=== design 1 ===
File: src/rtl/status_tx.sv
// Status responder: turns a host command byte into a short response byte
// stream for a UART transmitter, with back-to-back chaining and overrun flag.
module status_tx #(
    parameter logic [7:0] TERM     = 8'h0A,
    parameter logic [7:0] ERR_CHAR = 8'h3F
) (
    input  logic       Clock,
    input  logic       Reset,
    input  logic [7:0] Cmd,
    input  logic       CmdValid,
    input  logic       ADCPower,
    input  logic       AnalogPower,
    output logic [7:0] TxData,
    output logic       TxValid,
    input  logic       TxReady,
    output logic       Busy,
    output logic       Overrun
);

    typedef enum logic {IDLE = 1'b0, SEND = 1'b1} state_t;

    state_t      state_r, state_n;
    logic [1:0]  idx_r, idx_n;
    logic [2:0]  len_r, len_n;
    logic [7:0]  cmd_r, cmd_n;
    logic        adc_r, adc_n;
    logic        ana_r, ana_n;
    logic [7:0]  tx_data_r, tx_data_n;
    logic        tx_valid_r, tx_valid_n;
    logic        busy_r;
    logic        overrun_r, overrun_n;

    logic        xfer_s;
    logic        last_s;
    logic        final_xfer_s;
    logic        accept_s;
    logic        drop_s;

    function automatic logic [2:0] len_of(input logic [7:0] c);
        case (c)
            8'h53:   len_of = 3'd4;
            default: len_of = 3'd2;
        endcase
    endfunction

    function automatic logic [7:0] byte_at(input logic [7:0] c, input logic adc,
                                           input logic ana, input logic [1:0] i);
        case (c)
            8'h4F, 8'h6F, 8'h50, 8'h70: byte_at = (i == 2'd0) ? c : TERM;
            8'h53: begin
                case (i)
                    2'd0:    byte_at = 8'h53;
                    2'd1:    byte_at = adc ? 8'h31 : 8'h30;
                    2'd2:    byte_at = ana ? 8'h31 : 8'h30;
                    default: byte_at = TERM;
                endcase
            end
            default: byte_at = (i == 2'd0) ? ERR_CHAR : TERM;
        endcase
    endfunction

    // TxValid is high exactly while in SEND, so a handshake implies SEND.
    assign xfer_s       = tx_valid_r & TxReady;
    assign last_s       = ({1'b0, idx_r} == (len_r - 3'd1));
    assign final_xfer_s = (state_r == SEND) & xfer_s & last_s;
    assign accept_s     = CmdValid & ((state_r == IDLE) | final_xfer_s);
    assign drop_s       = CmdValid & (state_r == SEND) & ~final_xfer_s;

    // Next-state, byte index and output byte selection.
    always_comb begin
        state_n    = state_r;
        idx_n      = idx_r;
        len_n      = len_r;
        cmd_n      = cmd_r;
        adc_n      = adc_r;
        ana_n      = ana_r;
        tx_valid_n = tx_valid_r;
        tx_data_n  = tx_data_r;
        overrun_n  = overrun_r | drop_s;
        if (accept_s) begin
            state_n    = SEND;
            idx_n      = 2'd0;
            len_n      = len_of(Cmd);
            cmd_n      = Cmd;
            adc_n      = ADCPower;
            ana_n      = AnalogPower;
            tx_valid_n = 1'b1;
            tx_data_n  = byte_at(Cmd, ADCPower, AnalogPower, 2'd0);
        end else if (final_xfer_s) begin
            state_n    = IDLE;
            idx_n      = 2'd0;
            tx_valid_n = 1'b0;
        end else if ((state_r == SEND) && xfer_s) begin
            idx_n      = idx_r + 2'd1;
            tx_data_n  = byte_at(cmd_r, adc_r, ana_r, idx_r + 2'd1);
        end else begin
            idx_n      = idx_r;
        end
    end

    // State and output registers with synchronous reset.
    always_ff @(posedge Clock) begin
        if (Reset) begin
            state_r    <= IDLE;
            idx_r      <= 2'd0;
            len_r      <= 3'd2;
            cmd_r      <= 8'h00;
            adc_r      <= 1'b0;
            ana_r      <= 1'b0;
            tx_valid_r <= 1'b0;
            tx_data_r  <= 8'h00;
            busy_r     <= 1'b0;
            overrun_r  <= 1'b0;
        end else begin
            state_r    <= state_n;
            idx_r      <= idx_n;
            len_r      <= len_n;
            cmd_r      <= cmd_n;
            adc_r      <= adc_n;
            ana_r      <= ana_n;
            tx_valid_r <= tx_valid_n;
            tx_data_r  <= tx_data_n;
            busy_r     <= (state_n == SEND);
            overrun_r  <= overrun_n;
        end
    end

    assign TxData  = tx_data_r;
    assign TxValid = tx_valid_r;
    assign Busy    = busy_r;
    assign Overrun = overrun_r;

endmodule

File: config.mk
export PLATFORM = sky130hd
export DESIGN_NAME = status_tx
export DESIGN_NICKNAME = d
export VERILOG_FILES = /design/src/rtl/status_tx.sv
export SDC_FILE = /design/constraint.sdc
export NUM_CORES = 1
export LEC_CHECK = 0
export CORE_UTILIZATION = 45
export CTS_BUF_LIST = sky130_fd_sc_hd__clkbuf_4 sky130_fd_sc_hd__clkbuf_8
export DETAILED_ROUTE_END_ITERATION = 7
export PLACE_DENSITY_LB_ADDON = 0.3
export SKIP_LAST_GASP = 1
export SLEW_MARGIN = 5
export SYNTH_ARGS = -nofsm -noshare
export SYNTH_HDL_FRONTEND = slang
export SYNTH_SLANG_ARGS = --single-unit
File: constraint.sdc
create_clock -name Clock -period 4.6 [get_ports Clock]
set_input_delay 1.38 -clock Clock [delete_from_list [all_inputs] [get_ports Clock]]
set_output_delay 1.38 -clock Clock [all_outputs]
set_load 0.05 [all_outputs]
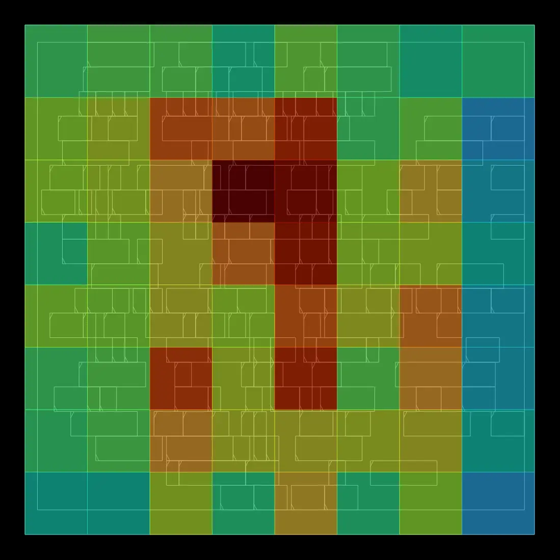
Design 1: track usage over the die
most crowded layer after global routing: met2
total routing resource utilization after global routing: 20.91%
met2 capacity usage during global routing: 34.01%
core utilization of the finished layout: 57.76%

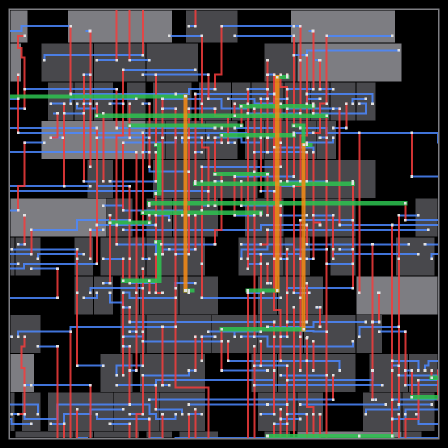
Design 1: zoomed window
Window x 13 to 43, y 24 to 54 um. Cells in grey, sequential cells in the stronger grey; small squares are vias.
Key: metal 2 = red; metal 4 = orange; metal 1 = blue; metal 3 = green
75 logic cells have their middle in the window. Most frequent: nand2_1 (11), a21oi_1 (8), dfxtp_1 (6). Netlist names of flops here include cmd_r (5), TxData (1). Sequential cells in the window: 6.

==> impl_metrics.xml <==
<?xml version="1.0" encoding="UTF-8"?>
<metrics>
  <group name="yosys">
    <metric name="synthArstFlopShare" unit="%">0</metric>
    <metric name="yosys.area_share.xor_xnor" unit="%">1.320</metric>
    <metric name="synth_cell_types" unit="">40</metric>
    <metric name="ys.flop_type" unit="">dfxtp_1</metric>
    <metric name="sequential_share_of_the_synthesized_area" unit="%">36.19</metric>
    <metric name="yosysCellCount" unit="">154</metric>
    <metric name="synth-edff-count" unit="">0</metric>
    <metric name="netlist_top_cells_count" unit="">nand2_1 (27), dfxtp_1 (24), a21oi_1 (20)</metric>
    <metric name="synth-warning-count" unit="">0</metric>
    <metric name="ys_sh_mux" unit="%">3.770</metric>
  </group>
  <group name="setup_path">
    <metric name="reg2reg_depth" unit="">6</metric>
    <metric name="cp.depth" unit="">1</metric>
    <metric name="timing.rr.start" unit="">idx_r[1]</metric>
    <metric name="worstSetupPathType" unit="">flip-flop to primary output</metric>
    <metric name="timing.critical_path.buf_inv" unit="">1</metric>
    <metric name="crit_path_end" unit="">TxValid</metric>
    <metric name="critical_path_peak_fanout" unit="">7</metric>
    <metric name="critical_path.reg2reg.endpoint" unit="">TxData[0]</metric>
    <metric name="worstSetupEndpointType" unit="">primary output</metric>
  </group>
  <group name="flow_run">
    <metric name="warning_count" unit="">30</metric>
    <metric name="maxCapViolCount" unit="">0</metric>
  </group>
  <group name="hold_path">
    <metric name="hold_path.class" unit="">flip-flop to flip-flop</metric>
    <metric name="min_delay_path_depth" unit="">2</metric>
  </group>
  <group name="cells_and_area">
    <metric name="lay_top_count" unit="">nand2_1</metric>
    <metric name="finalNonFillerCells" unit="">208</metric>
  </group>
  <group name="clock_tree">
    <metric name="cts_tree" unit="">built</metric>
    <metric name="cts-root-buf" unit="">clkbuf_4</metric>
    <metric name="htreeDepth" unit="">1</metric>
  </group>
  <group name="timing">
    <metric name="slew_headroom" unit="%">43.18</metric>
    <metric name="worst-slew-pin-transition" unit="ns">0.8496</metric>
    <metric name="setup_viol" unit="">0</metric>
    <metric name="finalClockPeriodUsage" unit="%">66.98</metric>
    <metric name="finalHoldViolCount" unit="">0</metric>
  </group>
  <group name="placed_design">
    <metric name="hpwl" unit="mm">2.297</metric>
  </group>
  <group name="grt">
    <metric name="initial_antenna_violation_count" unit="">0</metric>
    <metric name="global_route_wire_length_before_repair" unit="mm">5.347</metric>
    <metric name="grt_overflow" unit="">0</metric>
  </group>
  <group name="detailed_routing">
    <metric name="postRouteAntennaNets" unit="">0</metric>
    <metric name="route.top_layer_used" unit="">met4</metric>
    <metric name="drt-pass1-iter-count" unit="">4</metric>
    <metric name="detail_route.wirelength" unit="mm">3.044</metric>
  </group>
  <group name="status">
    <metric name="run_status" unit="">complete, no violations</metric>
  </group>
</metrics>
-- power by group --
group | leakage, uW | switching, uW | internal, uW
registers | 0.000197 | 11.5 | 220
clock network | 0.0000138 | 60.1 | 30.6
logic | 0.000329 | 63.7 | 41.9
total | 0.000540 | 135 | 293
-- metrics by stage --
step | setup WS [ns] | util (%) | area [um^2] | hold WS [ns]
after global placement | 1.382 | 56.95 | 1584 | 0.4482
final | 1.519 | 57.76 | 1607 | 0.4755
after CTS | 1.503 | 57.76 | 1607 | 0.4752
after floorplan | 1.930 | - | 1328 | 0.4361
after detailed placement | 1.317 | 56.95 | 1584 | 0.4584
after global routing | 1.432 | 57.76 | 1607 | 0.5118
-- layout make-up --
class	instances	area (um^2)	area share, %
sequential	24	480.5	29.91
tap	31	38.79	2.414
inverter	6	22.52	1.402
multi-input combinational	119	794.5	49.45
timing repair buffer	25	247.7	15.42
clock buffer	3	22.52	1.402
-- registers in the layout, summed over array words and instances (netlist names) --
signal / cells
len_r: 2
ana_r: 1
cmd_r: 8
Busy: 1
Overrun: 1
adc_r: 1
idx_r: 2
TxData: 8

=== design 2 ===
===== config.mk =====
export PLATFORM = sky130hd
export DESIGN_NAME = ldpc_trial_sequencer_flat
export DESIGN_NICKNAME = d
export VERILOG_FILES = /design/src/rtl/ldpc_trial_sequencer_if.sv /design/src/rtl/ldpc_trial_sequencer.sv /design/src/flat_wrapper.sv
export SDC_FILE = /design/constraint.sdc
export NUM_CORES = 1
export LEC_CHECK = 0
export CAP_MARGIN = 20
export CORE_AREA = 2 2 294 296
export DETAILED_ROUTE_END_ITERATION = 12
export DIE_AREA = 0 0 296 298
export PLACE_DENSITY_LB_ADDON = 0.05
export SYNTH_ARGS = -nofsm -noshare
export SYNTH_HDL_FRONTEND = slang
export SYNTH_SLANG_ARGS = --single-unit

===== constraint.sdc =====
create_clock -name clk -period 9.9 [get_ports clk]
set_input_delay 0.99 -clock clk [delete_from_list [all_inputs] [get_ports clk]]
set_output_delay 0.99 -clock clk [all_outputs]
set_load 0.01 [all_outputs]

===== src/rtl/ldpc_trial_sequencer_if.sv =====
// Encoder/decoder side of the LDPC trial sequencer: codeword capture,
// decoder handshake and the injected error mask.
interface ldpc_trial_sequencer_if #(
  parameter int NN = 208
);
  logic          enc_valid_i;
  logic [NN-1:0] enc_cword_i;
  logic          dec_done_i;
  logic          dec_pass_i;
  logic [NN-1:0] dec_word_i;
  logic [NN-1:0] err_mask_o;
  logic          dec_start_o;

  // Sequencer side
  modport master (
    input  enc_valid_i,
    input  enc_cword_i,
    input  dec_done_i,
    input  dec_pass_i,
    input  dec_word_i,
    output err_mask_o,
    output dec_start_o
  );

  // Encoder/decoder side
  modport slave (
    output enc_valid_i,
    output enc_cword_i,
    output dec_done_i,
    output dec_pass_i,
    output dec_word_i,
    input  err_mask_o,
    input  dec_start_o
  );
endinterface


===== src/rtl/ldpc_trial_sequencer.sv =====
// Monte-Carlo trial controller for the LDPC encode/decode path.
// Per trial: capture the encoder codeword, draw an LFSR error mask, start
// the decoder, wait for done or timeout, and score the result.
module ldpc_trial_sequencer #(
  parameter int          NN            = 208,
  parameter int          CNT_W         = 16,
  parameter logic [15:0] LFSR_SEED_DEF = 16'hACE1
) (
  input  logic                   clk,
  input  logic                   rstn,
  input  logic                   cfg_go,
  input  logic                   cfg_abort,
  input  logic [CNT_W-1:0]       cfg_num_trials,
  input  logic [7:0]             cfg_num_errs,
  input  logic [15:0]            cfg_seed,
  input  logic [15:0]            cfg_timeout,
  ldpc_trial_sequencer_if.master io,
  output logic                   busy_o,
  output logic                   done_o,
  output logic                   irq_o,
  output logic [CNT_W-1:0]       trial_cnt_o,
  output logic [CNT_W-1:0]       pass_cnt_o,
  output logic [CNT_W-1:0]       fail_cnt_o,
  output logic [CNT_W-1:0]       timeout_cnt_o
);

  typedef enum logic [2:0] {
    ST_IDLE     = 3'd0,
    ST_ENC_WAIT = 3'd1,
    ST_INJECT   = 3'd2,
    ST_START    = 3'd3,
    ST_DEC_WAIT = 3'd4,
    ST_SCORE    = 3'd5,
    ST_FINISH   = 3'd6
  } state_t;

  // Candidate positions are 8 bits wide, so compare in 9 bits.
  localparam logic [8:0] NN_LIM = 9'(NN);

  // 16-bit Fibonacci LFSR, taps 15/13/12/10, shifting left.
  function automatic logic [15:0] lfsr_step(input logic [15:0] l);
    return {l[14:0], l[15] ^ l[13] ^ l[12] ^ l[10]};
  endfunction

  // Saturating increment: statistics stick at all-ones.
  function automatic logic [CNT_W-1:0] sat_inc(input logic [CNT_W-1:0] c);
    logic [CNT_W-1:0] r;
    if (&c) begin
      r = c;
    end else begin
      r = c + {{(CNT_W-1){1'b0}}, 1'b1};
    end
    return r;
  endfunction

  state_t           state_r, state_s;
  logic [15:0]      lfsr_r, lfsr_s;
  logic [NN-1:0]    ref_r, ref_s;
  logic [NN-1:0]    mask_r, mask_s;
  logic [7:0]       err_cnt_r, err_cnt_s;
  logic [15:0]      tmo_r, tmo_s;
  logic [CNT_W-1:0] trial_r, trial_s;
  logic [CNT_W-1:0] pass_r, pass_s;
  logic [CNT_W-1:0] fail_r, fail_s;
  logic [CNT_W-1:0] tout_r, tout_s;
  logic             done_r, done_s;
  logic             irq_r, irq_s;
  logic             busy_r;
  logic             start_r;

  logic [7:0]       pos_s;
  logic             pos_ok_s;
  logic             err_last_s;
  logic [CNT_W-1:0] trial_inc_s;
  logic             last_trial_s;
  logic             tmo_hit_s;

  assign pos_s        = lfsr_r[7:0];
  assign pos_ok_s     = ({1'b0, pos_s} < NN_LIM);
  assign err_last_s   = (({1'b0, err_cnt_r} + 9'd1) == {1'b0, cfg_num_errs});
  assign trial_inc_s  = sat_inc(trial_r);
  assign last_trial_s = (trial_inc_s == cfg_num_trials);
  assign tmo_hit_s    = (({1'b0, tmo_r} + 17'd1) >= {1'b0, cfg_timeout});

  // Next-state and datapath update; abort overrides everything and holds data.
  always_comb begin
    state_s   = state_r;
    lfsr_s    = lfsr_r;
    ref_s     = ref_r;
    mask_s    = mask_r;
    err_cnt_s = err_cnt_r;
    tmo_s     = tmo_r;
    trial_s   = trial_r;
    pass_s    = pass_r;
    fail_s    = fail_r;
    tout_s    = tout_r;
    done_s    = done_r;
    irq_s     = 1'b0;
    if (cfg_abort) begin
      state_s = ST_IDLE;
    end else begin
      case (state_r)
        ST_IDLE: begin
          if (cfg_go) begin
            trial_s = {CNT_W{1'b0}};
            pass_s  = {CNT_W{1'b0}};
            fail_s  = {CNT_W{1'b0}};
            tout_s  = {CNT_W{1'b0}};
            done_s  = 1'b0;
            mask_s  = {NN{1'b0}};
            if (cfg_seed == 16'h0000) begin
              lfsr_s = LFSR_SEED_DEF;
            end else begin
              lfsr_s = cfg_seed;
            end
            if (cfg_num_trials == {CNT_W{1'b0}}) begin
              state_s = ST_FINISH;
            end else begin
              state_s = ST_ENC_WAIT;
            end
          end else begin
            state_s = ST_IDLE;
          end
        end
        ST_ENC_WAIT: begin
          if (io.enc_valid_i) begin
            ref_s     = io.enc_cword_i;
            mask_s    = {NN{1'b0}};
            err_cnt_s = 8'd0;
            state_s   = ST_INJECT;
          end else begin
            state_s = ST_ENC_WAIT;
          end
        end
        ST_INJECT: begin
          if (cfg_num_errs == 8'd0) begin
            state_s = ST_START;
          end else begin
            lfsr_s = lfsr_step(lfsr_r);
            if (pos_ok_s) begin
              mask_s[pos_s] = 1'b1;
              err_cnt_s     = err_cnt_r + 8'd1;
              if (err_last_s) begin
                state_s = ST_START;
              end else begin
                state_s = ST_INJECT;
              end
            end else begin
              state_s = ST_INJECT;
            end
          end
        end
        ST_START: begin
          tmo_s   = 16'd0;
          state_s = ST_DEC_WAIT;
        end
        ST_DEC_WAIT: begin
          if (io.dec_done_i) begin
            state_s = ST_SCORE;
          end else if (tmo_hit_s) begin
            tmo_s   = tmo_r + 16'd1;
            trial_s = trial_inc_s;
            fail_s  = sat_inc(fail_r);
            tout_s  = sat_inc(tout_r);
            if (last_trial_s) begin
              state_s = ST_FINISH;
            end else begin
              state_s = ST_ENC_WAIT;
            end
          end else begin
            tmo_s   = tmo_r + 16'd1;
            state_s = ST_DEC_WAIT;
          end
        end
        ST_SCORE: begin
          trial_s = trial_inc_s;
          if (io.dec_pass_i && (io.dec_word_i == ref_r)) begin
            pass_s = sat_inc(pass_r);
          end else begin
            fail_s = sat_inc(fail_r);
          end
          if (last_trial_s) begin
            state_s = ST_FINISH;
          end else begin
            state_s = ST_ENC_WAIT;
          end
        end
        ST_FINISH: begin
          done_s  = 1'b1;
          irq_s   = 1'b1;
          state_s = ST_IDLE;
        end
        default: begin
          state_s = ST_IDLE;
        end
      endcase
    end
  end

  // State, datapath and registered output flags.
  always_ff @(posedge clk or negedge rstn) begin
    if (!rstn) begin
      state_r   <= ST_IDLE;
      lfsr_r    <= LFSR_SEED_DEF;
      ref_r     <= {NN{1'b0}};
      mask_r    <= {NN{1'b0}};
      err_cnt_r <= 8'd0;
      tmo_r     <= 16'd0;
      trial_r   <= {CNT_W{1'b0}};
      pass_r    <= {CNT_W{1'b0}};
      fail_r    <= {CNT_W{1'b0}};
      tout_r    <= {CNT_W{1'b0}};
      done_r    <= 1'b0;
      irq_r     <= 1'b0;
      busy_r    <= 1'b0;
      start_r   <= 1'b0;
    end else begin
      state_r   <= state_s;
      lfsr_r    <= lfsr_s;
      ref_r     <= ref_s;
      mask_r    <= mask_s;
      err_cnt_r <= err_cnt_s;
      tmo_r     <= tmo_s;
      trial_r   <= trial_s;
      pass_r    <= pass_s;
      fail_r    <= fail_s;
      tout_r    <= tout_s;
      done_r    <= done_s;
      irq_r     <= irq_s;
      busy_r    <= (state_s != ST_IDLE);
      start_r   <= (state_s == ST_START);
    end
  end

  assign io.err_mask_o  = mask_r;
  assign io.dec_start_o = start_r;
  assign busy_o         = busy_r;
  assign done_o         = done_r;
  assign irq_o          = irq_r;
  assign trial_cnt_o    = trial_r;
  assign pass_cnt_o     = pass_r;
  assign fail_cnt_o     = fail_r;
  assign timeout_cnt_o  = tout_r;

endmodule


===== src/flat_wrapper.sv =====
// flat-port wrapper written by rule: the top's interface ports become plain ports
module ldpc_trial_sequencer_flat 
#(
  parameter int          NN            = 208,
  parameter int          CNT_W         = 16,
  parameter logic [15:0] LFSR_SEED_DEF = 16'hACE1
)
  (clk, rstn, cfg_go, cfg_abort, cfg_num_trials, cfg_num_errs, cfg_seed, cfg_timeout, busy_o, done_o, irq_o, trial_cnt_o, pass_cnt_o, fail_cnt_o, timeout_cnt_o, io_enc_valid_i, io_enc_cword_i, io_dec_done_i, io_dec_pass_i, io_dec_word_i, io_err_mask_o, io_dec_start_o);
  ldpc_trial_sequencer_if #(.NN(NN)) io_i ();
  input  logic clk;
  input  logic rstn;
  input  logic cfg_go;
  input  logic cfg_abort;
  input  logic [CNT_W-1:0] cfg_num_trials;
  input  logic [7:0] cfg_num_errs;
  input  logic [15:0] cfg_seed;
  input  logic [15:0] cfg_timeout;
  output logic busy_o;
  output logic done_o;
  output logic irq_o;
  output logic [CNT_W-1:0] trial_cnt_o;
  output logic [CNT_W-1:0] pass_cnt_o;
  output logic [CNT_W-1:0] fail_cnt_o;
  output logic [CNT_W-1:0] timeout_cnt_o;
  input wire logic [$bits(io_i.enc_valid_i)-1:0] io_enc_valid_i;
  input wire logic [$bits(io_i.enc_cword_i)-1:0] io_enc_cword_i;
  input wire logic [$bits(io_i.dec_done_i)-1:0] io_dec_done_i;
  input wire logic [$bits(io_i.dec_pass_i)-1:0] io_dec_pass_i;
  input wire logic [$bits(io_i.dec_word_i)-1:0] io_dec_word_i;
  output wire logic [$bits(io_i.err_mask_o)-1:0] io_err_mask_o;
  output wire logic [$bits(io_i.dec_start_o)-1:0] io_dec_start_o;
  assign io_i.enc_valid_i = io_enc_valid_i;
  assign io_i.enc_cword_i = io_enc_cword_i;
  assign io_i.dec_done_i = io_dec_done_i;
  assign io_i.dec_pass_i = io_dec_pass_i;
  assign io_i.dec_word_i = io_dec_word_i;
  assign io_err_mask_o = io_i.err_mask_o;
  assign io_dec_start_o = io_i.dec_start_o;
  ldpc_trial_sequencer #(.NN(NN), .CNT_W(CNT_W), .LFSR_SEED_DEF(LFSR_SEED_DEF)) u_core (.clk(clk), .rstn(rstn), .cfg_go(cfg_go), .cfg_abort(cfg_abort), .cfg_num_trials(cfg_num_trials), .cfg_num_errs(cfg_num_errs), .cfg_seed(cfg_seed), .cfg_timeout(cfg_timeout), .io(io_i), .busy_o(busy_o), .done_o(done_o), .irq_o(irq_o), .trial_cnt_o(trial_cnt_o), .pass_cnt_o(pass_cnt_o), .fail_cnt_o(fail_cnt_o), .timeout_cnt_o(timeout_cnt_o));
endmodule

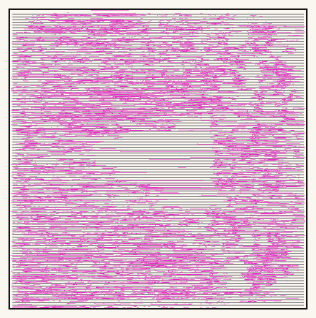
Design 2: met1 routing
Drawn at 1 px/um. Supply wires on this layer in grey.
3,373 nets have wire on it. The longest straight run is 110 um. The layer carries 42.6 mm of wire.

how the worst max path moves through the flow:
stage	to	slack, ns	cells after the start	startpoint
final	u_core.fail_cnt_o[10]	5.02	15	u_core.tmo_r[0]
after global routing	u_core.fail_cnt_o[10]	4.61	16	u_core.tmo_r[0]
after detailed placement	u_core.pass_cnt_o[5]	4.74	11	io_dec_word_i[41]
after global placement	u_core.pass_cnt_o[5]	4.22	11	io_dec_word_i[34]
after floorplan	u_core.fail_cnt_o[10]	5.76	19	u_core.tmo_r[2]
after CTS	u_core.fail_cnt_o[10]	4.97	15	u_core.tmo_r[0]
sequential cells by signal (all words and copies together), names as in the netlist:
register / count
u_core.fail_cnt_o: 16
u_core.pass_cnt_o: 16
u_core.ref_r: 208
u_core.state_r: 3
u_core.trial_cnt_o: 16
u_core.io.err_mask_o: 208
u_core.err_cnt_r: 8
u_core.io.dec_start_o: 1
u_core.irq_o: 1
u_core.timeout_cnt_o: 16
u_core.lfsr_r: 16
u_core.done_o: 1
u_core.busy_o: 1
u_core.tmo_r: 16
layer usage:
metal / vias to the layer above / global-route usage [%]
met5: - / 0
met4: 26 / 7.624
met3: 157 / 7.214
met2: 655 / 42.48
met1: 10800 / 29.00
li1: 10040 / -
==> impl_metrics.xml <==
<?xml version="1.0" encoding="UTF-8"?>
<metrics>
  <group name="status">
    <metric name="run_status" unit="">complete, no violations</metric>
  </group>
  <group name="cells_and_area">
    <metric name="number_of_nets_at_the_end_of_the_flow" unit="">3675</metric>
    <metric name="num_antenna_cells" unit="">17</metric>
    <metric name="multi_input_comb_area" unit="um^2">11190</metric>
    <metric name="final_core_utilization" unit="%">42.83</metric>
    <metric name="signal_buffer_area_fraction" unit="%">21.69</metric>
    <metric name="layout.non_clock_buffers" unit="">794</metric>
  </group>
  <group name="yosys">
    <metric name="synth_cells" unit="">2443</metric>
    <metric name="ys_chip_area" unit="um^2">25050</metric>
    <metric name="area_leaders" unit="">dfrtp_1 (52%), mux2_2 (8.5%), a21oi_1 (5.0%)</metric>
    <metric name="post_synth_instance_area" unit="um^2">25050</metric>
    <metric name="synth-warning-count" unit="">0</metric>
    <metric name="synth.logic.top_family" unit="">simple AND/OR/NAND/NOR gates</metric>
    <metric name="synth.largest_area_cell" unit="">dfrtp_1</metric>
  </group>
  <group name="power">
    <metric name="cell_internal_pwr" unit="uW">4980</metric>
    <metric name="power.sequential.total" unit="uW">2900</metric>
  </group>
  <group name="detailed_routing">
    <metric name="drt-pass1-iter-count" unit="">5</metric>
    <metric name="drt_iter0_markers" unit="">1228</metric>
    <metric name="detailroute.wirelength.met2" unit="mm">54.86</metric>
  </group>
  <group name="clock_tree">
    <metric name="clock.latency.late_pin" unit="ns">0.62</metric>
    <metric name="htreeDepth" unit="">3</metric>
    <metric name="cts_hold_repair.buffers" unit="">0</metric>
  </group>
  <group name="hold_path">
    <metric name="hold_path.class" unit="">input port to async pin</metric>
  </group>
  <group name="die">
    <metric name="placeableCoreArea" unit="um^2">84880</metric>
  </group>
  <group name="timing">
    <metric name="timing.clock.skew" unit="ns">0.02692</metric>
    <metric name="setup_viol" unit="">0</metric>
  </group>
</metrics>


## Gallery

Gate families picked out.
Plate I
Drawn at 1.5 px/um.
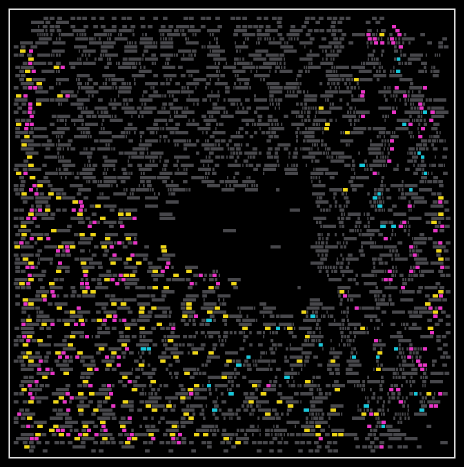
Plate II
Drawn at 8 px/um.
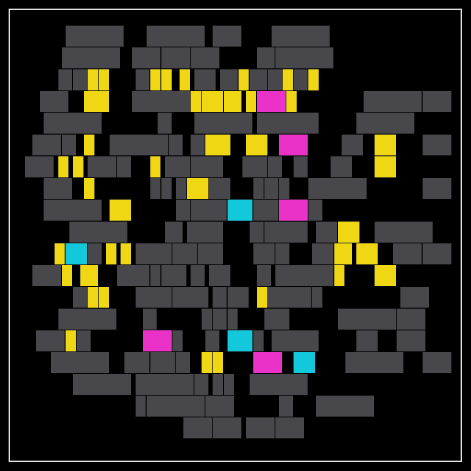
- Plate II = design 1
- Plate I = design 2
- most cells: Plate I
- largest die: Plate I

Key to Plate I:
Key: mux cells = yellow [cells 205]; xor and xnor cells = magenta [cells 200, where spread over the die]; non-inverting ao/oa cells = cyan [cells 34]

Power is estimated from default activity; no workload was simulated.
